# block 1

Fig. 1: block 1, signal wires on met1
Cells faint in the background.
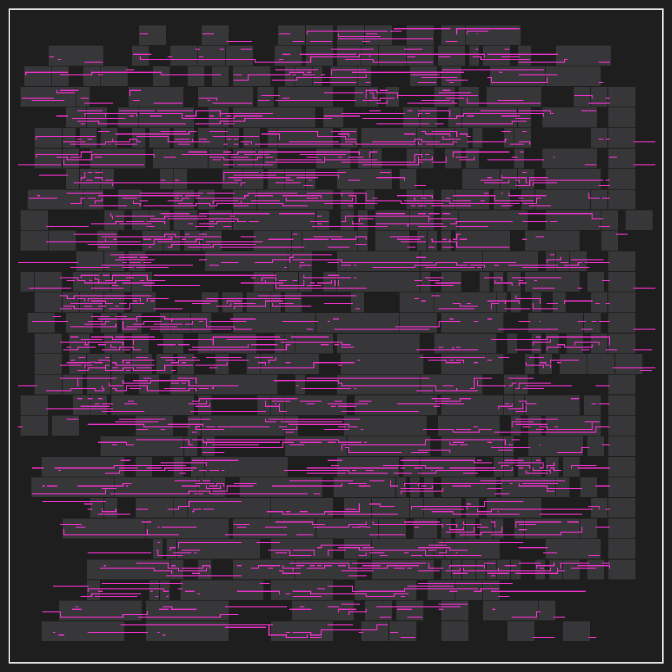

### src/rtl/alu_sequencer_pkg.sv
// Shared definitions for the ALU sequencer and the external ALU:
// opcodes, one-hot ALU operation flags, FSM state encoding and the
// latched ALU context carried from acceptance through capture.
package alu_sequencer_pkg;

  // Command opcodes as presented on cmdOp.
  localparam logic [2:0] OP_NOT = 3'd0;
  localparam logic [2:0] OP_OR  = 3'd1;
  localparam logic [2:0] OP_AND = 3'd2;
  localparam logic [2:0] OP_ADD = 3'd3;
  localparam logic [2:0] OP_SUB = 3'd4;
  localparam logic [2:0] OP_XOR = 3'd5;
  localparam logic [2:0] OP_LDI = 3'd6;
  localparam logic [2:0] OP_RSV = 3'd7;

  // One-hot operation flags understood by the ALU.
  localparam logic [5:0] FLAG_NONE = 6'b000000;
  localparam logic [5:0] FLAG_NOT  = 6'b000001;
  localparam logic [5:0] FLAG_OR   = 6'b000010;
  localparam logic [5:0] FLAG_AND  = 6'b000100;
  localparam logic [5:0] FLAG_ADD  = 6'b001000;
  localparam logic [5:0] FLAG_SUB  = 6'b010000;
  localparam logic [5:0] FLAG_XOR  = 6'b100000;

  // Sequencer FSM state encoding.
  localparam logic [1:0] ST_IDLE    = 2'd0;
  localparam logic [1:0] ST_ISSUE   = 2'd1;
  localparam logic [1:0] ST_CAPTURE = 2'd2;
  localparam logic [1:0] ST_DONE    = 2'd3;

  // Everything the ALU needs, frozen at command acceptance so that a
  // destination that aliases a source still sees the pre-write value.
  typedef struct packed {
    logic [2:0] op;
    logic       use_carry;
    logic [7:0] a;
    logic [7:0] b;
  } alu_ctx_t;

  // Map an opcode to the ALU one-hot flag; LDI/reserved never reach the ALU.
  function automatic logic [5:0] op_flag(input logic [2:0] op);
    case (op)
      OP_NOT:  return FLAG_NOT;
      OP_OR:   return FLAG_OR;
      OP_AND:  return FLAG_AND;
      OP_ADD:  return FLAG_ADD;
      OP_SUB:  return FLAG_SUB;
      OP_XOR:  return FLAG_XOR;
      OP_LDI:  return FLAG_NONE;
      OP_RSV:  return FLAG_NONE;
      default: return FLAG_NONE;
    endcase
  endfunction

  // ADD and SUB are the only operations that consume and update carry.
  function automatic logic op_is_arith(input logic [2:0] op);
    return (op == OP_ADD) || (op == OP_SUB);
  endfunction

endpackage

### src/rtl/alu_sequencer_regfile.sv
// General register file: NREGS x 8-bit, one synchronous write port and
// three combinational read ports (two operand sources, one debug read).
module alu_regfile #(
  parameter int NREGS = 4
) (
  input  logic                     clk,
  input  logic                     rstN,
  input  logic                     i_we,
  input  logic [$clog2(NREGS)-1:0] i_waddr,
  input  logic [7:0]               i_wdata,
  input  logic [$clog2(NREGS)-1:0] i_raddr_a,
  output logic [7:0]               o_rdata_a,
  input  logic [$clog2(NREGS)-1:0] i_raddr_b,
  output logic [7:0]               o_rdata_b,
  input  logic [$clog2(NREGS)-1:0] i_raddr_c,
  output logic [7:0]               o_rdata_c
);

  logic [7:0] r_regs [NREGS];

  // Register storage: cleared on reset, otherwise written when enabled.
  // NOTE: non-blocking (<=) for all clocked state so every flop samples pre-edge values.
  // NOTE: the array is reset explicitly because software expects registers to read 0x00
  //       after reset; this rules out a RAM macro but the file is only a few bytes.
  always_ff @(posedge clk) begin
    if (!rstN) begin
      for (int i = 0; i < NREGS; i++) begin
        r_regs[i] <= 8'h00;
      end
    end else if (i_we) begin
      r_regs[i_waddr] <= i_wdata;
    end
  end

  assign o_rdata_a = r_regs[i_raddr_a];
  assign o_rdata_b = r_regs[i_raddr_b];
  assign o_rdata_c = r_regs[i_raddr_c];

endmodule

### src/rtl/alu_sequencer.sv
// Command sequencer for an external combinational ALU. Accepts one
// command at a time in IDLE, drives the ALU for two cycles (ISSUE,
// CAPTURE), writes the result back and reports it for one cycle in DONE.
// LDI and the reserved opcode skip the ALU and go straight to DONE.
module alu_sequencer
  import alu_sequencer_pkg::*;
#(
  parameter int NREGS = 4
) (
  input  logic                     clk,
  input  logic                     rstN,
  // Command channel
  input  logic                     cmdValid,
  output logic                     cmdReady,
  input  logic [2:0]               cmdOp,
  input  logic [$clog2(NREGS)-1:0] cmdDst,
  input  logic [$clog2(NREGS)-1:0] cmdSrcA,
  input  logic [$clog2(NREGS)-1:0] cmdSrcB,
  input  logic [7:0]               cmdImm,
  input  logic                     cmdUseCarry,
  // ALU interface
  output logic [7:0]               aluA1,
  output logic [7:0]               aluA2,
  output logic [5:0]               aluOpFlag,
  output logic                     aluEFlag,
  output logic                     aluCin,
  input  logic [7:0]               aluOut,
  input  logic                     aluCout,
  // Response channel
  output logic                     rspValid,
  output logic [7:0]               rspData,
  output logic                     rspCarry,
  output logic                     rspErr,
  // Debug register read
  input  logic [$clog2(NREGS)-1:0] rdAddr,
  output logic [7:0]               rdData
);

  localparam int AW = $clog2(NREGS);

  logic [1:0]    r_state;
  alu_ctx_t      r_ctx;
  logic [AW-1:0] r_dst;
  logic          r_carry;
  logic [7:0]    r_rsp_data;
  logic          r_rsp_err;

  logic          w_accept;
  logic          w_active;
  logic          w_done;
  logic          w_we;
  logic [AW-1:0] w_waddr;
  logic [7:0]    w_wdata;
  logic [7:0]    w_src_a;
  logic [7:0]    w_src_b;

  // Ready only in IDLE and never while reset is asserted.
  assign cmdReady = (r_state == ST_IDLE) && rstN;
  assign w_accept = cmdValid && cmdReady;
  assign w_active = (r_state == ST_ISSUE) || (r_state == ST_CAPTURE);
  assign w_done   = (r_state == ST_DONE);

  // Write-port steering: ALU result at the end of CAPTURE, immediate on LDI acceptance.
  // NOTE: every always_comb output gets a default first so no path can infer a latch.
  always_comb begin
    w_we    = 1'b0;
    w_waddr = r_dst;
    w_wdata = aluOut;
    if (r_state == ST_CAPTURE) begin
      w_we = 1'b1;
    end else if (w_accept && (cmdOp == OP_LDI)) begin
      w_we    = 1'b1;
      w_waddr = cmdDst;
      w_wdata = cmdImm;
    end
  end

  alu_regfile #(
    .NREGS (NREGS)
  ) u_regfile (
    .clk       (clk),
    .rstN      (rstN),
    .i_we      (w_we),
    .i_waddr   (w_waddr),
    .i_wdata   (w_wdata),
    .i_raddr_a (cmdSrcA),
    .o_rdata_a (w_src_a),
    .i_raddr_b (cmdSrcB),
    .o_rdata_b (w_src_b),
    .i_raddr_c (rdAddr),
    .o_rdata_c (rdData)
  );

  // Sequencer FSM plus the context, carry flag and response registers it owns.
  always_ff @(posedge clk) begin
    if (!rstN) begin
      r_state    <= ST_IDLE;
      r_ctx      <= '0;
      r_dst      <= '0;
      r_carry    <= 1'b0;
      r_rsp_data <= 8'h00;
      r_rsp_err  <= 1'b0;
    end else begin
      case (r_state)
        ST_IDLE: begin
          if (cmdValid) begin
            // Sources are captured here so later writes cannot disturb them.
            r_ctx.op        <= cmdOp;
            r_ctx.use_carry <= cmdUseCarry;
            r_ctx.a         <= w_src_a;
            r_ctx.b         <= w_src_b;
            r_dst           <= cmdDst;
            r_rsp_err       <= 1'b0;
            case (cmdOp)
              OP_LDI: begin
                r_rsp_data <= cmdImm;
                r_state    <= ST_DONE;
              end
              OP_RSV: begin
                r_rsp_data <= 8'h00;
                r_rsp_err  <= 1'b1;
                r_state    <= ST_DONE;
              end
              default: r_state <= ST_ISSUE;
            endcase
          end
        end
        ST_ISSUE: begin
          r_state <= ST_CAPTURE;
        end
        ST_CAPTURE: begin
          r_rsp_data <= aluOut;
          if (op_is_arith(r_ctx.op)) begin
            r_carry <= aluCout;
          end
          r_state <= ST_DONE;
        end
        ST_DONE: begin
          r_state <= ST_IDLE;
        end
        default: begin
          r_state <= ST_IDLE;
        end
      endcase
    end
  end

  // ALU drive is quiet outside ISSUE/CAPTURE so the ALU sees no stray enables.
  assign aluA1     = w_active ? r_ctx.a : 8'h00;
  assign aluA2     = w_active ? r_ctx.b : 8'h00;
  assign aluOpFlag = w_active ? op_flag(r_ctx.op) : FLAG_NONE;
  assign aluEFlag  = w_active;
  assign aluCin    = r_ctx.use_carry && op_is_arith(r_ctx.op) && r_carry;

  // Response fields are held at zero except during the single DONE cycle.
  assign rspValid = w_done;
  assign rspData  = w_done ? r_rsp_data : 8'h00;
  assign rspErr   = w_done && r_rsp_err;
  assign rspCarry = w_done && r_carry;

endmodule

### config.mk
export PLATFORM = sky130hd
export DESIGN_NAME = alu_sequencer
export DESIGN_NICKNAME = d
export VERILOG_FILES = /design/src/rtl/alu_sequencer_pkg.sv /design/src/rtl/alu_sequencer_regfile.sv /design/src/rtl/alu_sequencer.sv
export SDC_FILE = /design/constraint.sdc
export NUM_CORES = 1
export LEC_CHECK = 0
export CAP_MARGIN = 20
export CORE_MARGIN = 1
export CORE_UTILIZATION = 56
export DETAILED_ROUTE_END_ITERATION = 8
export PLACE_DENSITY_LB_ADDON = 0.15
export SYNTH_ARGS = -nofsm -noshare
export SYNTH_HDL_FRONTEND = slang
export SYNTH_SLANG_ARGS = --single-unit
export TNS_END_PERCENT = 10
### constraint.sdc
create_clock -name clk -period 6 [get_ports clk]
set_input_delay 1.2 -clock clk [delete_from_list [all_inputs] [get_ports clk]]
set_output_delay 1.2 -clock clk [all_outputs]
set_load 0.01 [all_outputs]
# block 2

### src/rtl/otter_pkg.sv
// Shared types for the OTTER pipeline sequencing logic: opcode encodings,
// forwarding selects, interrupt-entry states and small hazard helpers.
package otter_pkg;

    // RV32I major opcodes recognised by the stage decoders
    typedef enum logic [6:0] {
        OPC_LUI    = 7'b0110111,
        OPC_AUIPC  = 7'b0010111,
        OPC_JAL    = 7'b1101111,
        OPC_JALR   = 7'b1100111,
        OPC_BRANCH = 7'b1100011,
        OPC_LOAD   = 7'b0000011,
        OPC_STORE  = 7'b0100011,
        OPC_OP_IMM = 7'b0010011,
        OPC_OP     = 7'b0110011,
        OPC_SYSTEM = 7'b1110011
    } opcode_t;

    // Operand source: register file, MEM-stage ALU result, WB write data
    typedef enum logic [1:0] {
        RF  = 2'd0,
        MEM = 2'd1,
        WB  = 2'd2
    } fwd_sel_t;

    // Interrupt-entry sequencing states
    typedef enum logic [1:0] {
        RUN   = 2'd0,
        DRAIN = 2'd1,
        TAKE  = 2'd2
    } int_state_t;

    // addi x0, x0, 0
    localparam logic [31:0] NOP_INSTR = 32'h0000_0013;

    // Picks the operand source for one DEC source register. A MEM-stage
    // late producer has no result yet, so it falls through to WB.
    function automatic fwd_sel_t fwd_select(
        input logic       uses,
        input logic [4:0] src,
        input logic       mem_writes,
        input logic       mem_late,
        input logic [4:0] mem_rd,
        input logic       wb_writes,
        input logic [4:0] wb_rd
    );
        fwd_sel_t sel;
        sel = RF;
        if (uses) begin
            if (mem_writes && !mem_late && (mem_rd == src)) begin
                sel = MEM;
            end else if (wb_writes && (wb_rd == src)) begin
                sel = WB;
            end
        end
        return sel;
    endfunction

    // True when a DEC source cannot be satisfied this cycle: any writer in
    // EXE has not computed yet, and a late producer in MEM only has data at WB.
    function automatic logic src_hazard(
        input logic       uses,
        input logic [4:0] src,
        input logic       exe_writes,
        input logic [4:0] exe_rd,
        input logic       mem_late,
        input logic [4:0] mem_rd
    );
        logic hit;
        hit = 1'b0;
        if (uses) begin
            if (exe_writes && (exe_rd == src)) begin
                hit = 1'b1;
            end
            if (mem_late && (mem_rd == src)) begin
                hit = 1'b1;
            end
        end
        return hit;
    endfunction

endpackage

### src/rtl/otter_ir_fields.sv
// Extracts register fields and read/write behaviour from one stage's IR.
// x0 is folded in here so callers never see a use or write of register 0.
import otter_pkg::*;

module otter_ir_fields (
    input  logic [31:0] ir,
    output logic [4:0]  rs1,
    output logic [4:0]  rs2,
    output logic [4:0]  rd,
    output logic        uses_rs1,
    output logic        uses_rs2,
    output logic        writes_rd,
    output logic        late_producer
);

    logic [2:0] func3;
    logic       rs1_read;
    logic       rs2_read;
    logic       rd_write;
    logic       is_late;
    logic       unused_bits;

    assign unused_bits = ^ir[31:25];

    // Opcode decode into operand usage, destination write and result timing
    always_comb begin
        rs1      = ir[19:15];
        rs2      = ir[24:20];
        rd       = ir[11:7];
        func3    = ir[14:12];
        rs1_read = 1'b0;
        rs2_read = 1'b0;
        rd_write = 1'b0;
        is_late  = 1'b0;
        case (ir[6:0])
            OPC_LUI, OPC_AUIPC, OPC_JAL: begin
                rd_write = 1'b1;
            end
            OPC_JALR: begin
                rs1_read = 1'b1;
                rd_write = 1'b1;
            end
            OPC_BRANCH: begin
                rs1_read = 1'b1;
                rs2_read = 1'b1;
            end
            OPC_LOAD: begin
                rs1_read = 1'b1;
                rd_write = 1'b1;
                is_late  = 1'b1;
            end
            OPC_STORE: begin
                rs1_read = 1'b1;
                rs2_read = 1'b1;
            end
            OPC_OP_IMM: begin
                rs1_read = 1'b1;
                rd_write = 1'b1;
            end
            OPC_OP: begin
                rs1_read = 1'b1;
                rs2_read = 1'b1;
                rd_write = 1'b1;
            end
            OPC_SYSTEM: begin
                rs1_read = !func3[2];
                rd_write = (func3 != 3'd0);
                is_late  = 1'b1;
            end
            default: begin
                rs1_read = 1'b0;
            end
        endcase
        uses_rs1      = rs1_read && (rs1 != 5'd0);
        uses_rs2      = rs2_read && (rs2 != 5'd0);
        writes_rd     = rd_write && (rd != 5'd0);
        late_producer = writes_rd && is_late;
    end

endmodule

### src/rtl/otter_hazard_ctrl.sv
// Pipeline sequencing controller for the five-stage OTTER core: stage
// enables/flushes for load-use, redirects and memory wait, operand
// forwarding, interrupt-entry drain sequencing and a stall-cycle counter.
import otter_pkg::*;

module otter_hazard_ctrl #(
    parameter int CNT_W        = 32,
    parameter int DRAIN_CYCLES = 3
) (
    input  logic             CLK,
    input  logic             RST_N,
    input  logic [31:0]      DEC_IR,
    input  logic [31:0]      EXE_IR,
    input  logic [31:0]      MEM_IR,
    input  logic [31:0]      WB_IR,
    input  logic             BR_TAKEN,
    input  logic             MEM_BUSY,
    input  logic             INTR,
    input  logic             MIE,
    output logic             PC_WE,
    output logic             DEC_WE,
    output logic             DEC_FLUSH,
    output logic             EXE_BUBBLE,
    output logic             PIPE_HOLD,
    output logic [1:0]       FWD_A,
    output logic [1:0]       FWD_B,
    output logic             EPC_CAPTURE,
    output logic             INT_TAKEN,
    output logic [CNT_W-1:0] STALL_CYCLES
);

    localparam int DRAIN_W = $clog2(DRAIN_CYCLES + 1);

    logic [4:0] dec_rs1, dec_rs2, dec_rd;
    logic       dec_uses_rs1, dec_uses_rs2, dec_writes, dec_late;
    logic [4:0] exe_rs1, exe_rs2, exe_rd;
    logic       exe_uses_rs1, exe_uses_rs2, exe_writes, exe_late;
    logic [4:0] mem_rs1, mem_rs2, mem_rd;
    logic       mem_uses_rs1, mem_uses_rs2, mem_writes, mem_late;
    logic [4:0] wb_rs1, wb_rs2, wb_rd;
    logic       wb_uses_rs1, wb_uses_rs2, wb_writes, wb_late;

    int_state_t         state;
    logic [DRAIN_W-1:0] drain_cnt;
    logic               data_stall;
    logic               accept;
    fwd_sel_t           fwd_a_sel;
    fwd_sel_t           fwd_b_sel;
    logic               unused_fields;

    otter_ir_fields u_dec (
        .ir            (DEC_IR),
        .rs1           (dec_rs1),
        .rs2           (dec_rs2),
        .rd            (dec_rd),
        .uses_rs1      (dec_uses_rs1),
        .uses_rs2      (dec_uses_rs2),
        .writes_rd     (dec_writes),
        .late_producer (dec_late)
    );

    otter_ir_fields u_exe (
        .ir            (EXE_IR),
        .rs1           (exe_rs1),
        .rs2           (exe_rs2),
        .rd            (exe_rd),
        .uses_rs1      (exe_uses_rs1),
        .uses_rs2      (exe_uses_rs2),
        .writes_rd     (exe_writes),
        .late_producer (exe_late)
    );

    otter_ir_fields u_mem (
        .ir            (MEM_IR),
        .rs1           (mem_rs1),
        .rs2           (mem_rs2),
        .rd            (mem_rd),
        .uses_rs1      (mem_uses_rs1),
        .uses_rs2      (mem_uses_rs2),
        .writes_rd     (mem_writes),
        .late_producer (mem_late)
    );

    otter_ir_fields u_wb (
        .ir            (WB_IR),
        .rs1           (wb_rs1),
        .rs2           (wb_rs2),
        .rd            (wb_rd),
        .uses_rs1      (wb_uses_rs1),
        .uses_rs2      (wb_uses_rs2),
        .writes_rd     (wb_writes),
        .late_producer (wb_late)
    );

    // Decoder outputs that this controller has no use for in a given stage
    assign unused_fields = ^{dec_rd, dec_writes, dec_late,
                             exe_rs1, exe_rs2, exe_uses_rs1, exe_uses_rs2, exe_late,
                             mem_rs1, mem_rs2, mem_uses_rs1, mem_uses_rs2,
                             wb_rs1, wb_rs2, wb_uses_rs1, wb_uses_rs2, wb_late};

    // Hazard detection, forwarding selection and interrupt acceptance
    always_comb begin
        data_stall = src_hazard(dec_uses_rs1, dec_rs1, exe_writes, exe_rd, mem_late, mem_rd)
                   | src_hazard(dec_uses_rs2, dec_rs2, exe_writes, exe_rd, mem_late, mem_rd);
        fwd_a_sel  = fwd_select(dec_uses_rs1, dec_rs1, mem_writes, mem_late, mem_rd,
                                wb_writes, wb_rd);
        fwd_b_sel  = fwd_select(dec_uses_rs2, dec_rs2, mem_writes, mem_late, mem_rd,
                                wb_writes, wb_rd);
        accept     = (state == RUN) && INTR && MIE && !MEM_BUSY && !BR_TAKEN && !data_stall;
    end

    // Stage controls in priority order: reset, memory wait, interrupt entry, data stall, redirect
    always_comb begin
        PC_WE       = 1'b1;
        DEC_WE      = 1'b1;
        DEC_FLUSH   = 1'b0;
        EXE_BUBBLE  = 1'b0;
        PIPE_HOLD   = 1'b0;
        EPC_CAPTURE = 1'b0;
        INT_TAKEN   = 1'b0;
        FWD_A       = fwd_a_sel;
        FWD_B       = fwd_b_sel;
        if (!RST_N) begin
            PC_WE      = 1'b0;
            DEC_WE     = 1'b0;
            DEC_FLUSH  = 1'b1;
            EXE_BUBBLE = 1'b1;
            FWD_A      = RF;
            FWD_B      = RF;
        end else if (MEM_BUSY) begin
            PC_WE     = 1'b0;
            DEC_WE    = 1'b0;
            PIPE_HOLD = 1'b1;
        end else if (state == DRAIN) begin
            PC_WE      = 1'b0;
            DEC_WE     = 1'b0;
            DEC_FLUSH  = 1'b1;
            EXE_BUBBLE = 1'b1;
        end else if (state == TAKE) begin
            INT_TAKEN  = 1'b1;
            DEC_FLUSH  = 1'b1;
            EXE_BUBBLE = 1'b1;
        end else if (data_stall) begin
            PC_WE      = 1'b0;
            DEC_WE     = 1'b0;
            EXE_BUBBLE = 1'b1;
        end else if (BR_TAKEN) begin
            DEC_FLUSH = 1'b1;
        end else begin
            EPC_CAPTURE = accept;
        end
    end

    // Interrupt-entry FSM; everything holds while data memory is busy
    always_ff @(posedge CLK or negedge RST_N) begin
        if (!RST_N) begin
            state     <= RUN;
            drain_cnt <= '0;
        end else if (!MEM_BUSY) begin
            case (state)
                RUN: begin
                    if (accept) begin
                        state     <= DRAIN;
                        drain_cnt <= DRAIN_W'(DRAIN_CYCLES);
                    end
                end
                DRAIN: begin
                    if (drain_cnt <= DRAIN_W'(1)) begin
                        state <= TAKE;
                    end else begin
                        drain_cnt <= drain_cnt - DRAIN_W'(1);
                    end
                end
                TAKE: begin
                    state <= RUN;
                end
                default: begin
                    state <= RUN;
                end
            endcase
        end
    end

    // Saturating count of cycles in which the PC is not advanced
    always_ff @(posedge CLK or negedge RST_N) begin
        if (!RST_N) begin
            STALL_CYCLES <= '0;
        end else if (!PC_WE && (STALL_CYCLES != {CNT_W{1'b1}})) begin
            STALL_CYCLES <= STALL_CYCLES + CNT_W'(1);
        end
    end

endmodule
### config.mk
export PLATFORM = sky130hd
export DESIGN_NAME = otter_hazard_ctrl
export DESIGN_NICKNAME = d
export VERILOG_FILES = /design/src/rtl/otter_pkg.sv /design/src/rtl/otter_ir_fields.sv /design/src/rtl/otter_hazard_ctrl.sv
export SDC_FILE = /design/constraint.sdc
export NUM_CORES = 1
export LEC_CHECK = 0
export CORE_UTILIZATION = 38
export DETAILED_ROUTE_END_ITERATION = 10
export PLACE_DENSITY = 0.87
export REMOVE_ABC_BUFFERS = 1
export SLEW_MARGIN = 0
export SYNTH_ARGS = -nofsm -noshare
export SYNTH_HDL_FRONTEND = slang
export SYNTH_SLANG_ARGS = --single-unit
### constraint.sdc
create_clock -name CLK -period 4.25 [get_ports CLK]
set_clock_uncertainty 0.1 [all_clocks]
set_input_delay 0.6375 -clock CLK [delete_from_list [all_inputs] [get_ports CLK]]
set_output_delay 0.6375 -clock CLK [all_outputs]
set_load 0.1 [all_outputs]
Fig. 2: block 2, signal wires on met1
Cells faint in the background.
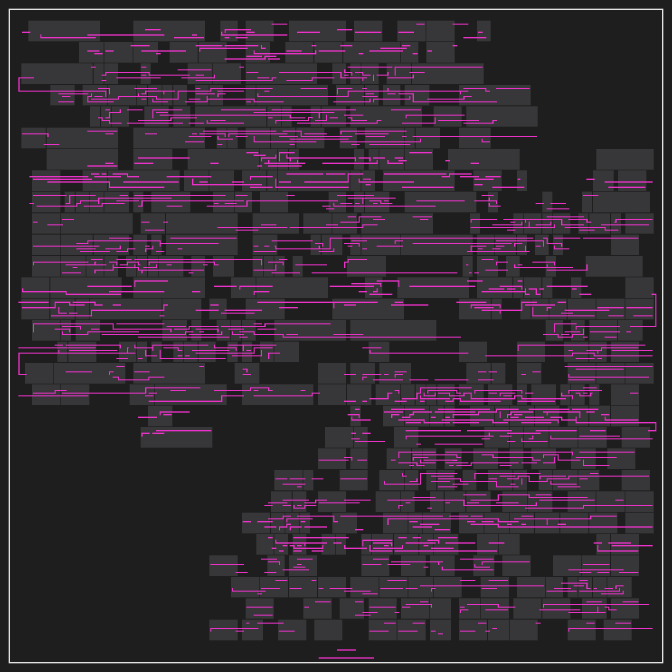
share of all routed wire: 43%
main direction: horizontal
longest straight run: 25.8 microns
nets with wire on the layer: 414

==> qor.txt, block 2 <==
drt drc -> 2
wirelength, routed -> 7080 microns
I/O pin count -> 177
TNS Setup -> 0 ns
die area -> 6870 sq um
Synth mux share -> 1.31%
Post-synth EDFFs -> 0
CTS root buf -> clkbuf_8
Async SR Flop Fraction -> 100%
largest net degree at the start of global routing -> 24
Compound Share, Synth -> 8.65%
Core Rows -> 29
power density cells -> 387 nW/um^2
failing checks -> design-rule violations
clock tree buffer depth -> 2
Final Power -> 1500 uW
Final setup viols -> 0
DP HPWL -> 5610 microns
Main logic family -> simple AND/OR/NAND/NOR gates
yosys stat cell total -> 287
Area leader share -> 36.2%
status -> complete, but fails checks
die width -> 82.9 microns
global route total overflow -> 0
max-slew violations -> 0
Commonest Layout Cell -> clkdlybuf4s50_1
routed vias/inst -> 5.26
# diodes -> 0
hold-fix buffers at CTS -> 0
final instance area -> 3870 sq um
[block 2: area by class of cell]
class	count	share of cell area, %
clock inverters	1	0.777
clock buffers	7	2.49
multi-input cells	239	39.4
flip-flops and latches	36	23.3
well taps	77	2.49
repair buffers	118	30.9
inverters	7	0.680
[block 2: sequential cells by signal, indices dropped and copies added (netlist names)]
name,count
drain_cnt,2
STALL_CYCLES,32
state,2
[block 2: report_power, final]
part	internal, uW	switching [uW]
logic	237	488
clock network	207	115
registers	390	58.8
[block 2: per-layer routing]
metal,GRT usage [%],vias up,part of all wire [%]
met3,3.28,4,5.0
met5,0,-,0
met1,26.2,1208,43
li1,-,1252,-
met4,4.70,0,0.61
met2,38.4,86,51
[block 2: worst max-delay path: stages]
cell	delay, ns
clkdlybuf4s50_1	0.42
or4_1	0.59
o221a_1	0.29
a32oi_1	0.16
o22ai_1	0.17
maj3_2	0.40
nor2_1	0.10
buf_4	0.15
buf_12	0.17
[block 2: metrics by stage]
| stage | cells | hold slack [ns] |
|---|---|---|
| after floorplan | 282 | 0.242 |
| after global placement | 477 | 0.374 |
| after detailed placement | 477 | 0.377 |
| after CTS | 485 | 0.189 |
| after global routing | 485 | 0.225 |
| final | 485 | 0.185 |
Fig. 3: block 1, signal wires on met3
The bar under the picture is 20 microns long.
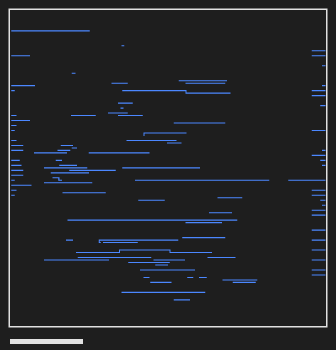
longest straight run: 46.0 microns
nets with wire on the layer: 86
main direction: horizontal
share of all routed wire: 7.6%
wire length on this layer: 710 microns
vias: 3244
wirelength, routed: 9290 microns
routing usage on met3: 4.48%

Fig. 4: block 1, the clock network
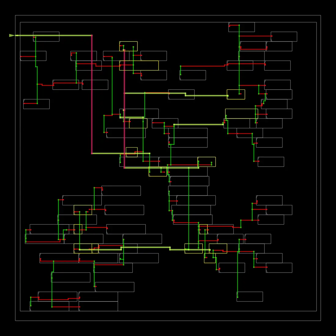
flip-flops: 72
clk_skew: 0.00805 ns
Num CTS Buffers: 9
Clk power: 412 uW

## Picture notes: Fig. 1
longest straight run: 23.7 microns
wire length on this layer: 4060 microns
nets with wire on the layer: 418
share of all routed wire: 44%
met1 Resource Use GR: 36.6%

==> qor.txt, block 1 <==
Layout area overhead -> 23.3%
Yosys Chip Area -> 3980 sq um
Insertion Delay late pin -> 0.35 ns
TNS Setup -> 0 ns
Critical Path End -> rdData[3]
Tool Warnings -> 29
Clock buffer cells -> 11
Synth Warn # -> 0
Hold Crit Class -> register to register
Non-CTS buffers -> 79
Top cells excl fill/tap -> 74 x clkdlybuf4s50_1, 41 x nand2_1, 40 x dfxtp_1
Core Rows -> 30
die width -> 86.3 microns
tap cell count -> 96
flop2flop setup slack -> 3.34 ns
vias in the first global route -> 2959
Hold Crit Depth -> 2
top cells by instance count after synthesis -> 41 x nand2_1, 40 x dfxtp_1, 34 x and2_1
status -> finished, final reports clean
distinct lib cells -> 43
most area-hungry cell type in the Yosys netlist -> edfxtp_1
gr usage total -> 26.3%
final hold violations -> 0
Hold Path End -> r_ctx[7]$_SDFFE_PN0P_
Max IR drop VDD -> 174 uV
GPL Wtd Cong -> 0.858
global route total overflow -> 0
Net Sw Frac -> 31.4%
Signal buf overhead -> 15.8%
Fillers -> 530
Comb gate area -> 1980 sq um
die area -> 7440 sq um
critical path required time -> 4.80 ns
crit path kind -> primary input to output pin
Max-Cap Viols -> 0
fraction of area in registers -> 35.9%
CP endpoint kind -> output pin
leakage -> 0.00190 uW
[block 1: worst max-delay path: stages]
cell and delay (ns):
clkdlybuf4s50_1 0.81, mux4_2 0.59, clkdlybuf4s50_1 0.51
[block 1: power by group through the flow]
stage | Sequential (uW) | Combinational [uW] | Clock (uW)
3_3_place_gp | 610 | 369 | 0
4_1_cts | 602 | 377 | 413
5_1_grt | 610 | 416 | 432
6_report | 603 | 378 | 412
3_5_place_dp | 613 | 376 | 0
2_1_floorplan | 599 | 258 | 0
[block 1: layer usage]
metal,vias up,GRT usage [%],part of all wire (%)
met3,10,4.48,7.6
met1,1552,36.6,44
met4,0,10.6,1.2
met5,-,0,0
li1,1528,-,-
met2,154,41.5,47
[block 1: state kept, by name, indices dropped and copies added (netlist names), named ones only]
signal / cells
u_regfile.r_regs: 32
r_state: 2
r_carry: 1
r_dst: 2
r_ctx: 20
r_rsp_data: 8
r_rsp_err: 1
[block 1: per-stage QoR]
step	utilization (%)	worst slack, ns	std cells	total power (uW)
floorplan	-	2.81	378	858
global placement	68.6	1.71	519	979
detailed placement	68.6	1.66	519	989
CTS	71.7	1.66	535	1390
global route	71.8	1.62	536	1460
finish	71.8	1.69	536	1390

# block 3

Fig. 5: block 3, the clock network
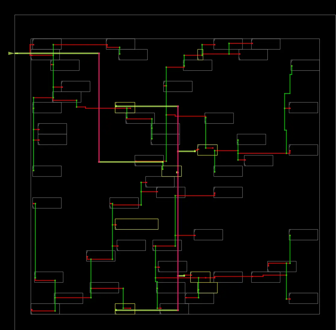

$ cat config.mk
export PLATFORM = sky130hd
export DESIGN_NAME = debounce_pulsador
export DESIGN_NICKNAME = d
export VERILOG_FILES = /design/src/rtl/pulsador_pkg.sv /design/src/rtl/sync_2ff.sv /design/src/rtl/debounce_pulsador.sv
export SDC_FILE = /design/constraint.sdc
export NUM_CORES = 1
export LEC_CHECK = 0
export CELL_PAD_IN_SITES_DETAIL_PLACEMENT = 1
export CELL_PAD_IN_SITES_GLOBAL_PLACEMENT = 1
export CORE_MARGIN = 4
export CORE_UTILIZATION = 45
export DETAILED_ROUTE_END_ITERATION = 12
export PLACE_DENSITY_LB_ADDON = 0.15
export SYNTH_ARGS = -nofsm -noshare
export SYNTH_HDL_FRONTEND = slang
export SYNTH_SLANG_ARGS = --single-unit
$ cat constraint.sdc
create_clock -name clk -period 2.56 [get_ports clk]
set_clock_uncertainty 0.2 [all_clocks]
set_input_delay 0.64 -clock clk [delete_from_list [all_inputs] [get_ports clk]]
set_output_delay 0.64 -clock clk [all_outputs]
set_load 0.02 [all_outputs]
$ cat src/rtl/pulsador_pkg.sv
// Shared definitions for the pushbutton debouncer / manual-clock pulse stretcher.
package pulsador_pkg;

  // 20 ms debounce and 50 ms output pulse at a 50 MHz clock
  localparam int DB_CYCLES_DEF    = 1000000;
  localparam int PULSE_CYCLES_DEF = 2500000;

  typedef enum logic [1:0] {
    S_IDLE      = 2'd0,
    S_PRESS_CHK = 2'd1,
    S_PRESSED   = 2'd2,
    S_REL_CHK   = 2'd3
  } state_t;

endpackage

$ cat src/rtl/sync_2ff.sv
// Two-flop synchronizer for a single asynchronous level.
module sync_2ff (
  input  logic clk,
  input  logic reset,
  input  logic d_i,
  output logic q_o
);

  logic meta_q, sync_q;

  always_ff @(posedge clk) begin
    if (reset) begin
      meta_q <= 1'b0;
      sync_q <= 1'b0;
    end else begin
      meta_q <= d_i;
      sync_q <= meta_q;
    end
  end

  assign q_o = sync_q;

endmodule

$ cat src/rtl/debounce_pulsador.sv
// Pushbutton debouncer: confirms level changes after DB_CYCLES stable samples,
// emits a one-cycle press strobe and a PULSE_CYCLES-wide stretched pulse.
module debounce_pulsador
  import pulsador_pkg::*;
#(
  parameter int DB_CYCLES    = DB_CYCLES_DEF,
  parameter int PULSE_CYCLES = PULSE_CYCLES_DEF
) (
  input  logic clk,
  input  logic reset,
  input  logic boton,
  output logic pulsa,
  output logic evento,
  output logic estable
);

  localparam int DBW = $clog2(DB_CYCLES + 1);
  localparam int PW  = $clog2(PULSE_CYCLES + 1);
  localparam logic [DBW-1:0] DB_LAST    = DBW'(DB_CYCLES - 1);
  localparam logic [PW-1:0]  PULSE_LAST = PW'(PULSE_CYCLES);

  logic           sb;
  state_t         state_q, state_d;
  logic [DBW-1:0] db_cnt_q, db_cnt_d;
  logic [PW-1:0]  p_cnt_q;
  logic           evento_q, estable_q, pulsa_q;
  logic           press_ok;

  sync_2ff u_sync (
    .clk   (clk),
    .reset (reset),
    .d_i   (boton),
    .q_o   (sb)
  );

  always_comb begin
    state_d  = state_q;
    db_cnt_d = db_cnt_q;
    unique case (state_q)
      S_IDLE: begin
        if (sb) begin
          state_d  = S_PRESS_CHK;
          db_cnt_d = DBW'(1);
        end
      end
      S_PRESS_CHK: begin
        if (!sb) begin
          state_d  = S_IDLE;
          db_cnt_d = '0;
        end else if (db_cnt_q == DB_LAST) begin
          state_d  = S_PRESSED;
          db_cnt_d = '0;
        end else begin
          db_cnt_d = db_cnt_q + DBW'(1);
        end
      end
      S_PRESSED: begin
        if (!sb) begin
          state_d  = S_REL_CHK;
          db_cnt_d = DBW'(1);
        end
      end
      S_REL_CHK: begin
        if (sb) begin
          state_d  = S_PRESSED;
          db_cnt_d = '0;
        end else if (db_cnt_q == DB_LAST) begin
          state_d  = S_IDLE;
          db_cnt_d = '0;
        end else begin
          db_cnt_d = db_cnt_q + DBW'(1);
        end
      end
      default: begin
        state_d  = S_IDLE;
        db_cnt_d = '0;
      end
    endcase
  end

  // Only a confirmed press counts; falling back from S_REL_CHK is not a new press.
  assign press_ok = (state_q == S_PRESS_CHK) && (state_d == S_PRESSED);

  always_ff @(posedge clk) begin
    if (reset) begin
      state_q   <= S_IDLE;
      db_cnt_q  <= '0;
      evento_q  <= 1'b0;
      estable_q <= 1'b0;
    end else begin
      state_q   <= state_d;
      db_cnt_q  <= db_cnt_d;
      evento_q  <= press_ok;
      estable_q <= (state_d == S_PRESSED) || (state_d == S_REL_CHK);
    end
  end

  // Stretcher is non-retriggerable: a press while the pulse runs is dropped.
  always_ff @(posedge clk) begin
    if (reset) begin
      pulsa_q <= 1'b0;
      p_cnt_q <= '0;
    end else if (pulsa_q) begin
      if (p_cnt_q == PULSE_LAST) begin
        pulsa_q <= 1'b0;
        p_cnt_q <= '0;
      end else begin
        p_cnt_q <= p_cnt_q + PW'(1);
      end
    end else if (press_ok) begin
      pulsa_q <= 1'b1;
      p_cnt_q <= PW'(1);
    end
  end

  assign pulsa   = pulsa_q;
  assign evento  = evento_q;
  assign estable = estable_q;

endmodule

# block 4

File: src/rtl/pc_pcmux_interface.sv
// pc_pcmux_interface: RAT CPU program counter with its 4:1 next-address mux
//   CLK        rising-edge clock
//   RST        synchronous active-high reset of the PC
//   FROM_IMMED branch/call target from the instruction immediate
//   FROM_STACK return address from the stack
//   PC_MUX_SEL 0 immed, 1 stack, 2 ISR_VECTOR, 3 zero
//   PC_LD      load PC from DIN (beats PC_INC)
//   PC_INC     increment PC modulo 1024
//   PC_COUNT   registered PC, instruction memory address
//   DIN        combinational mux output
module pc_pcmux_interface #(
  parameter logic [9:0] ISR_VECTOR = 10'h3FF
) (
  input  logic       CLK,
  input  logic       RST,
  input  logic [9:0] FROM_IMMED,
  input  logic [9:0] FROM_STACK,
  input  logic [1:0] PC_MUX_SEL,
  input  logic       PC_LD,
  input  logic       PC_INC,
  output logic [9:0] PC_COUNT,
  output logic [9:0] DIN
);
  logic [9:0] r_pc = 10'h000;
  logic [9:0] w_din;
  always_comb
    w_din = PC_MUX_SEL == 2'd0 ? FROM_IMMED :
            PC_MUX_SEL == 2'd1 ? FROM_STACK :
            PC_MUX_SEL == 2'd2 ? ISR_VECTOR : 10'h000;
  always_ff @(posedge CLK)
    r_pc <= RST ? 10'h000 : PC_LD ? w_din : PC_INC ? r_pc + 10'd1 : r_pc;
  assign DIN      = w_din;
  assign PC_COUNT = r_pc;
endmodule

File: config.mk
export PLATFORM = sky130hd
export DESIGN_NAME = pc_pcmux_interface
export DESIGN_NICKNAME = d
export VERILOG_FILES = /design/src/rtl/pc_pcmux_interface.sv
export SDC_FILE = /design/constraint.sdc
export NUM_CORES = 1
export LEC_CHECK = 0
export CORE_MARGIN = 2
export CORE_UTILIZATION = 34
export CTS_BUF_LIST = sky130_fd_sc_hd__clkbuf_4 sky130_fd_sc_hd__clkbuf_8
export DETAILED_ROUTE_END_ITERATION = 8
export PLACE_DENSITY = 0.77
export SYNTH_ARGS = -nofsm -noshare
export SYNTH_HDL_FRONTEND = slang
export SYNTH_SLANG_ARGS = --single-unit
File: constraint.sdc
create_clock -name CLK -period 1.5 [get_ports CLK]
set_input_delay 0.15 -clock CLK [delete_from_list [all_inputs] [get_ports CLK]]
set_output_delay 0.15 -clock CLK [all_outputs]
set_load 0.02 [all_outputs]
# block 5

$ cat config.mk
export PLATFORM = sky130hd
export DESIGN_NAME = pipelined_addsub
export DESIGN_NICKNAME = d
export VERILOG_FILES = /design/src/rtl/pipelined_addsub.sv
export SDC_FILE = /design/constraint.sdc
export NUM_CORES = 1
export LEC_CHECK = 0
export ABC_AREA = 1
export CORE_MARGIN = 2
export CORE_UTILIZATION = 48
export CTS_CLUSTER_DIAMETER = 100
export DETAILED_ROUTE_END_ITERATION = 10
export PLACE_DENSITY = 0.75
export SLEW_MARGIN = 20
export SYNTH_ARGS = -nofsm -noshare
export SYNTH_HDL_FRONTEND = slang
export SYNTH_SLANG_ARGS = --single-unit
$ cat constraint.sdc
create_clock -name clk -period 2.8 [get_ports clk]
set_clock_uncertainty 0.1 [all_clocks]
set_input_delay 0.56 -clock clk [delete_from_list [all_inputs] [get_ports clk]]
set_output_delay 0.56 -clock clk [all_outputs]
set_load 0.05 [all_outputs]
$ cat src/rtl/pipelined_addsub.sv
// Pipelined two's-complement add/sub: the carry chain is cut into STAGES chunks, one chunk per clock.
// Latency STAGES cycles, 1 beat/cycle; every stage freezes together while enable=0 or the output is stalled.
module pipelined_addsub #(
  parameter int DATA_WID = 8,
  parameter int STAGES   = 2,
  parameter bit SATURATE = 1'b0
) (
  input  logic                clk,
  input  logic                rst_n,
  input  logic                enable,
  input  logic                in_valid,
  output logic                in_ready,
  input  logic [DATA_WID-1:0] a,
  input  logic [DATA_WID-1:0] b,
  input  logic                sub,
  input  logic                carry_in,
  output logic                out_valid,
  input  logic                out_ready,
  output logic [DATA_WID-1:0] out,
  output logic                carry_out,
  output logic                overflow
);

  localparam int CW  = DATA_WID / STAGES;
  localparam int TOP = STAGES - 1;

  // Generate/propagate ripple across one chunk; returns {carry_out, sum}.
  function automatic logic [CW:0] chunk_add(input logic [CW-1:0] x,
                                            input logic [CW-1:0] y,
                                            input logic          ci);
    logic [CW-1:0] g;
    logic [CW-1:0] p;
    logic [CW:0]   c;
    g    = x & y;
    p    = x ^ y;
    c    = '0;
    c[0] = ci;
    for (int i = 0; i < CW; i++) begin
      c[i+1] = g[i] | (p[i] & c[i]);
    end
    return {c[CW], p ^ c[CW-1:0]};
  endfunction

  logic                adv;
  logic [DATA_WID-1:0] b_eff;
  logic                c0;

  assign adv      = enable & (~out_valid | out_ready);
  assign in_ready = adv;
  assign b_eff    = sub ? ~b : b;
  assign c0       = carry_in ^ sub;

  logic                f_vld;
  logic                f_sub;
  logic                f_ci;
  logic                f_co;
  logic                f_cmsb;
  logic                f_ovf;
  logic [CW-1:0]       f_a;
  logic [CW-1:0]       f_b;
  logic [CW-1:0]       f_sum;
  logic [DATA_WID-1:0] f_raw;
  logic [DATA_WID-1:0] f_res;

  // Stage k keeps finished result chunks 0..k plus the operand chunks not yet summed.
  for (genvar k = 0; k < TOP; k++) begin : g_st
    localparam int RW = (k + 1) * CW;
    localparam int OW = DATA_WID - RW;

    logic             vld_d;
    logic             sub_d;
    logic             ci_d;
    logic             co_d;
    logic [OW+CW-1:0] ua;
    logic [OW+CW-1:0] ub;
    logic [CW-1:0]    sum_d;
    logic [RW-1:0]    res_d;

    logic             vld;
    logic             sub_q;
    logic             cy;
    logic [RW-1:0]    res;
    logic [OW-1:0]    ra;
    logic [OW-1:0]    rb;

    if (k == 0) begin : g_head
      assign vld_d = in_valid;
      assign sub_d = sub;
      assign ci_d  = c0;
      assign ua    = a;
      assign ub    = b_eff;
      assign res_d = sum_d;
    end else begin : g_body
      assign vld_d = g_st[k-1].vld;
      assign sub_d = g_st[k-1].sub_q;
      assign ci_d  = g_st[k-1].cy;
      assign ua    = g_st[k-1].ra;
      assign ub    = g_st[k-1].rb;
      assign res_d = {sum_d, g_st[k-1].res};
    end

    assign {co_d, sum_d} = chunk_add(ua[CW-1:0], ub[CW-1:0], ci_d);

    always_ff @(posedge clk or negedge rst_n) begin
      if (!rst_n) begin
        vld   <= 1'b0;
        sub_q <= 1'b0;
        cy    <= 1'b0;
        res   <= '0;
        ra    <= '0;
        rb    <= '0;
      end else if (adv) begin
        vld   <= vld_d;
        sub_q <= sub_d;
        cy    <= co_d;
        res   <= res_d;
        ra    <= ua[OW+CW-1:CW];
        rb    <= ub[OW+CW-1:CW];
      end
    end
  end

  if (STAGES == 1) begin : g_single
    assign f_vld = in_valid;
    assign f_sub = sub;
    assign f_ci  = c0;
    assign f_a   = a;
    assign f_b   = b_eff;
    assign f_raw = f_sum;
  end else begin : g_multi
    assign f_vld = g_st[TOP-1].vld;
    assign f_sub = g_st[TOP-1].sub_q;
    assign f_ci  = g_st[TOP-1].cy;
    assign f_a   = g_st[TOP-1].ra;
    assign f_b   = g_st[TOP-1].rb;
    assign f_raw = {f_sum, g_st[TOP-1].res};
  end

  // Top chunk: the carry into the MSB is recovered from the MSB sum bit.
  assign {f_co, f_sum} = chunk_add(f_a, f_b, f_ci);
  assign f_cmsb        = f_a[CW-1] ^ f_b[CW-1] ^ f_sum[CW-1];
  assign f_ovf         = f_cmsb ^ f_co;
  assign f_res         = (SATURATE && f_ovf) ?
                         {f_a[CW-1], {(DATA_WID-1){~f_a[CW-1]}}} : f_raw;

  always_ff @(posedge clk or negedge rst_n) begin
    if (!rst_n) begin
      out_valid <= 1'b0;
      out       <= '0;
      carry_out <= 1'b0;
      overflow  <= 1'b0;
    end else if (adv) begin
      out_valid <= f_vld;
      out       <= f_res;
      carry_out <= f_co ^ f_sub;
      overflow  <= f_ovf;
    end
  end

endmodule

Fig. 6: block 3, signal wires on met3
The bar under the picture is 20 microns long.
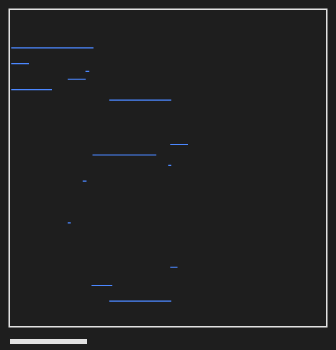
nets with wire on the layer: 7
share of all routed wire: 1.6%
wirelength, routed: 6310 microns
routing usage on met3: 3.69%
vias: 2296

Fig. 7: block 3, signal wires on met1
Cells faint in the background.
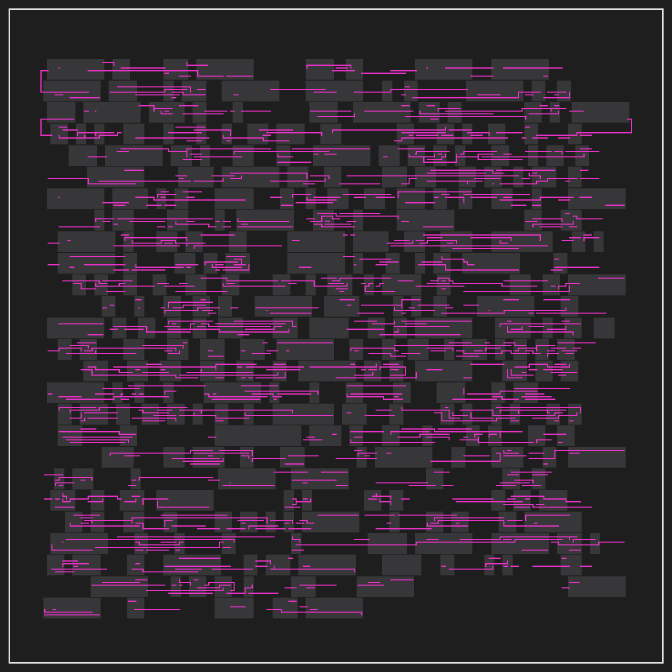
wire length on this layer: 2880 microns
share of all routed wire: 46%
main direction: horizontal
met1 Resource Use GR: 25.4%

## Picture notes: Fig. 5
clk sink count: 49
Clock buffer cells: 7
flip-flops: 49
Num CTS Buffers: 5

==> qor.txt, block 3 <==
status -> finished, final reports clean
GPL Wtd Cong -> 0.834
global-route wire length before repair -> 11100 microns
max incr delay on CP -> 0.46 ns
fp util -> 47.4%
CP max-delay cell -> nor4_4
clock tree buffer depth -> 2
Worst R2R Path Depth -> 7
gr usage total -> 21.1%
post-synthesis cell count -> 296
FF+latch area -> 981 sq um
Post-synth EDFFs -> 0
WHS -> 0.256 ns
Simple Share, Synth -> 30.5%
Critical R2R Launch -> db_cnt_q[1]$_SDFFE_PP0P_
yosys stat cell total -> 296
Synth Seq Share -> 39.5%
-- block 3: critical path, delay by kind of cell (launching register included) --
family	cells	cell delay [ns]
AND/OR/NAND/NOR	2	0.72
AND-OR/OR-AND	3	0.51
adder cells (fa/ha/maj)	1	0.21
flip-flops	1	0.43
buffers and inverters	1	0.17
-- block 3: how the worst max path moves through the flow --
stage	startpoint	to	slack, ns	cells past startpoint
after floorplan	db_cnt_q[0]$_SDFFE_PP0P_	db_cnt_q[15]$_SDFFE_PP0P_	0.32	7
after global placement	reset	db_cnt_q[16]$_SDFFE_PP0P_	-0.03	5
after detailed placement	reset	db_cnt_q[16]$_SDFFE_PP0P_	-0.06	5
after CTS	db_cnt_q[1]$_SDFFE_PP0P_	db_cnt_q[15]$_SDFFE_PP0P_	0.20	7
after global routing	db_cnt_q[1]$_SDFFE_PP0P_	db_cnt_q[15]$_SDFFE_PP0P_	0.09	7
final	db_cnt_q[1]$_SDFFE_PP0P_	db_cnt_q[15]$_SDFFE_PP0P_	0.22	7
-- block 3: power breakdown --
group	switching, uW	total [uW]	leakage [uW]	internal (uW)
sequential	3.38	768	0.000395	765
clock	262	580	0.0000585	319
combinational	27.1	47.9	0.000533	20.8
total	292	1400	0.000987	1100
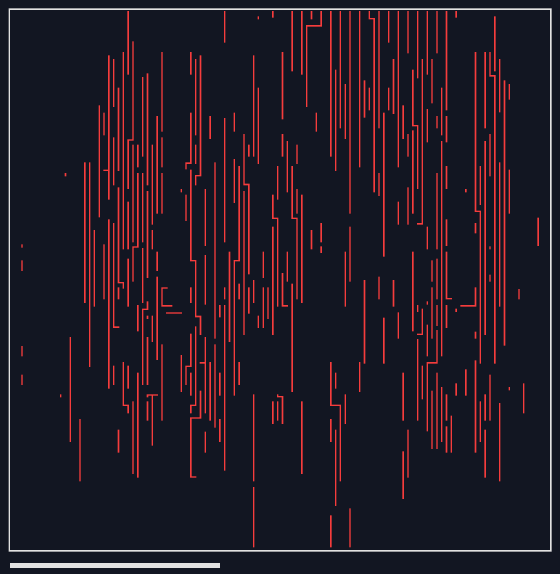
Fig. 8. The metal 2 layer (block 4).
The bar under the picture is 20 microns long.
wire length on this layer: 1380 microns
main direction: vertical
share of all routed wire: 48%
longest straight run: 27.4 microns
nets with wire on the layer: 181

==> qor.txt, block 4 <==
die width -> 51.5 microns
Compound Share, Synth -> 33.8%
max incr delay on CP -> 0.56 ns
flop2flop setup slack -> -0.004 ns
# diodes -> 0
wirelength, routed -> 2910 microns
Synth mux share -> 0%
clk tree area frac -> 1.48%
Power Sequential -> 313 uW
FF+latch area -> 204 sq um
Final setup viols -> 2
Layout Utilization -> 70.3%
Die Ht -> 51.5 microns
setup ws final -> -0.00360 ns
Clk power -> 195 uW
Max IR drop VDD -> 514 uV
hold-fix buffers at CTS -> 0
sequential fraction of design power -> 34.3%
final hold violations -> 0
Commonest Layout Cell -> clkdlybuf4s50_1
Dominant flop cell -> dfxtp_1
gr usage total -> 22.5%
Post-synth EDFFs -> 0
distinct lib cells -> 31
Main logic family -> AND-OR/OR-AND gates
met2 GRT Util -> 37.4%
Synth Warn # -> 0
Fillers -> 167
setup bufs post-CTS -> 2
leakage -> 0.000702 uW
Max-slew headroom -> 73.3%
inverters -> 6
routed vias/inst -> 5.33
final net count -> 197
final instance area -> 1530 sq um
status -> complete, but fails checks
crit-path max FO -> 7
dpl ws -> -0.413 ns
post-synthesis cell count -> 95
failing checks -> negative setup slack
-- block 4: worst max-delay path by stage --
stage                                   startpoint                        to  slack [ns]  cells after the start
final                                       PC_INC  PC_COUNT[9]$_SDFFE_PP0P_      -0.004                      4
after global routing      PC_COUNT[0]$_SDFFE_PP0P_  PC_COUNT[8]$_SDFFE_PP0P_       -0.08                      4
after CTS                            PC_MUX_SEL[0]                    DIN[0]       -0.01                      5
after detailed placement             PC_MUX_SEL[1]                    DIN[2]       -0.41                      6
after global placement               PC_MUX_SEL[1]                    DIN[2]       -0.41                      6
after floorplan           PC_COUNT[0]$_SDFFE_PP0P_  PC_COUNT[8]$_SDFFE_PP0P_      0.0007                      4
-- block 4: synthesized netlist by cell type, types with 2 or more instances --
cell type  count  area [sq um]
or4_1          2          15.0
a211oi_1       6          45.0
nand4_2        2          25.0
inv_1          6          22.5
nand3b_1       7          52.6
nand2_1        3          11.3
clkbuf_1       3          11.3
a311oi_1       4          35.0
dfxtp_1       10           200
xor2_1         3          26.3
or3_1          3          18.8
a2bb2oi_1      3          26.3
o21ai_0        9          45.0
o211a_1        7          70.1
nor2_1        11          41.3
Fig. 9: block 5, wiring heat map
The bar under the picture is 20 microns long. The die is cut into 11 by 11 equal tiles; dark purple is low, yellow is high, scaled to the fullest tile. Values are wire area over tile area, all layers added.
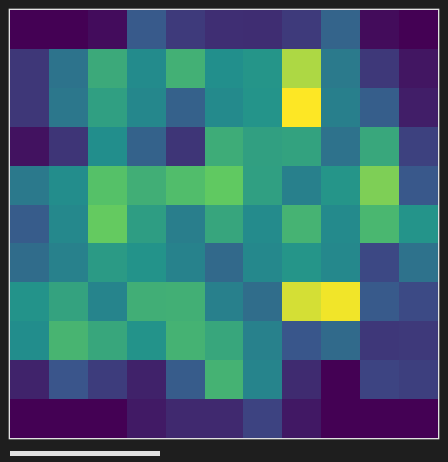
emptiest ninth of the die: lower right
tiles over half the peak: 32%
fullest tile: 0.33
mean over tiles: 0.12
nearly empty tiles: 8.3%

Fig. 10: block 5, the clock network
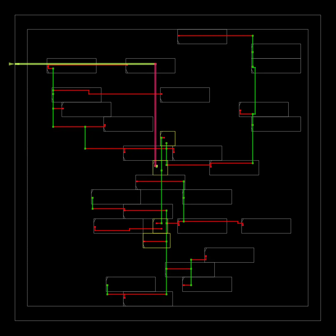
flip-flops: 26
Clk power: 190 uW

==> qor.txt, block 5 <==
met2 GRT Util -> 29.4%
Comb gate area -> 592 sq um
die width -> 57.1 microns
vias -> 968
Yosys Chip Area -> 1350 sq um
Hold Path End -> out[2]$_DFFE_PN0P_
TNS Setup -> 0 ns
Avg Inst Size Synth -> 10.0 sq um
gr usage total -> 17.0%
setup bufs post-CTS -> 0
Dominant flop cell -> dfrtp_1
Synth Area in XOR/XNOR -> 6.48%
final hold violations -> 0
DRT iter0 DRCs -> 28
routed length per instance -> 12.8 microns
largest class -> flip-flops and latches
Area leader share -> 48.1%
status -> finished, final reports clean
post-synth net total -> 167
Top cells by area -> dfrtp_1 48%, nand2_1 12%, fa_1 12%
fraction of area in multi-input gates -> 33.8%
Initial DRT Pass Iterations -> 4
Final setup viols -> 0
setup ws final -> 0.0654 ns
clk tree area frac -> 2.07%
Final Power -> 1440 uW
port bufs -> 34
CP max-delay cell -> clkdlybuf4s50_1
I/O pin count -> 35
core area -> 2710 sq um
Adder Area Share -> 12.8%
RSZ-0062 raised after global routing -> false
block 5: sequential cells by signal, indices dropped and copies added, names as in the netlist:
signal	count
overflow	1
carry_out	1
f_ci	1
f_a	4
f_vld	1
out	8
f_sub	1
f_b	4
out_valid	1
g_st.res	4
block 5: worst max path at each step:
| stage | end | from | slack [ns] |
|---|---|---|---|
| after floorplan | g_st[0].res[3]$_DFFE_PN0P_ | sub | 0.05 |
| after global placement | g_st[0].res[3]$_DFFE_PN0P_ | sub | -0.37 |
| after detailed placement | g_st[0].res[3]$_DFFE_PN0P_ | sub | -0.45 |
| after CTS | g_st[0].res[3]$_DFFE_PN0P_ | b[0] | 0.05 |
| after global routing | g_st[0].res[3]$_DFFE_PN0P_ | b[0] | 0.0004 |
| final | g_st[0].res[3]$_DFFE_PN0P_ | b[0] | 0.07 |
block 5: report_power, final:
group          total (uW)  switching (uW)  leakage (uW)  internal [uW]
clock network         190             111     0.0000210           79.4
logic                 696             434      0.000487            262
registers             550            67.6      0.000320            483
block 5: repair_timing:
| action | in CTS | in global routing |
|---|---|---|
| resized | 3 | 0 |
| endpoints found under the setup margin | 1 | 0 |
| hold endpoints to repair | 0 | 0 |


==> notes/layouts.md <==
Pictures saved along the way, in no particular order.

The metal 2 layer.
The bar under the picture is 20 microns long.
image #1
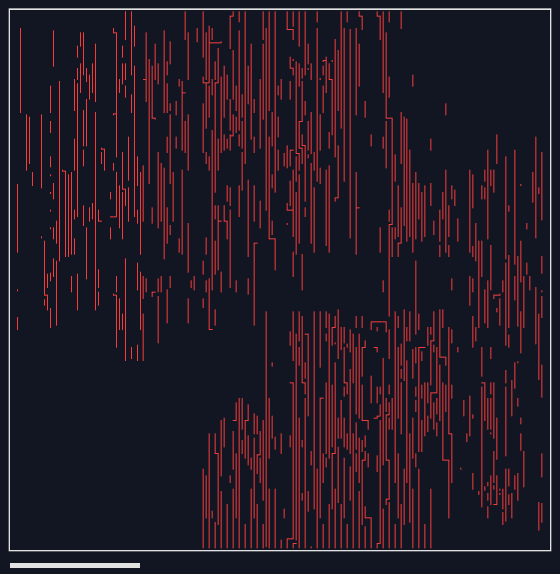
image #2
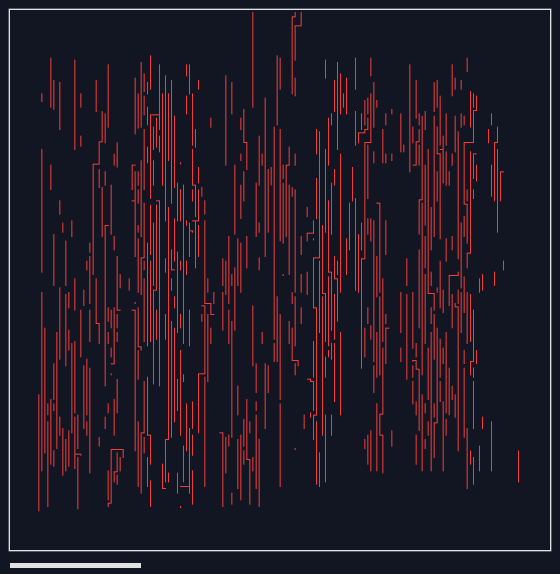
image #3
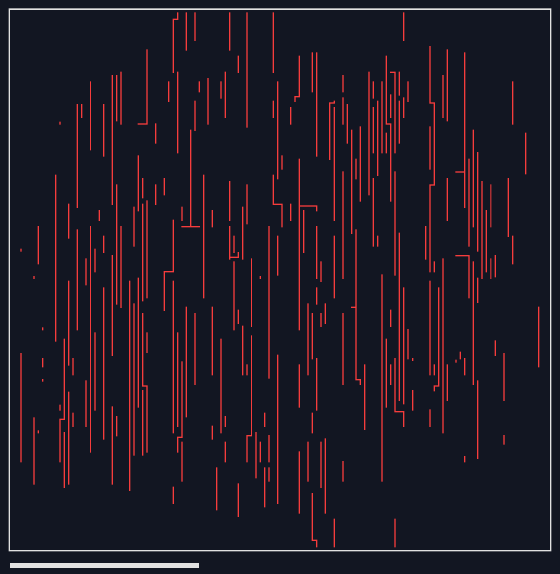
image #4
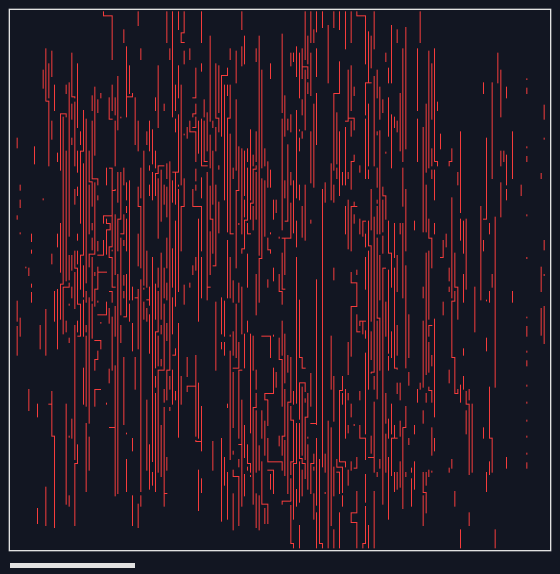
image #1 -> block 2
image #2 -> block 3
image #3 -> block 5
image #4 -> block 1
The one with the smallest die is image #3.

Key to image #1:
nets with wire on the layer: 412
main direction: vertical
share of all routed wire: 51%
wire length on this layer: 3620 microns
longest straight run: 36.0 microns

Power and IR drop assume default switching activity.
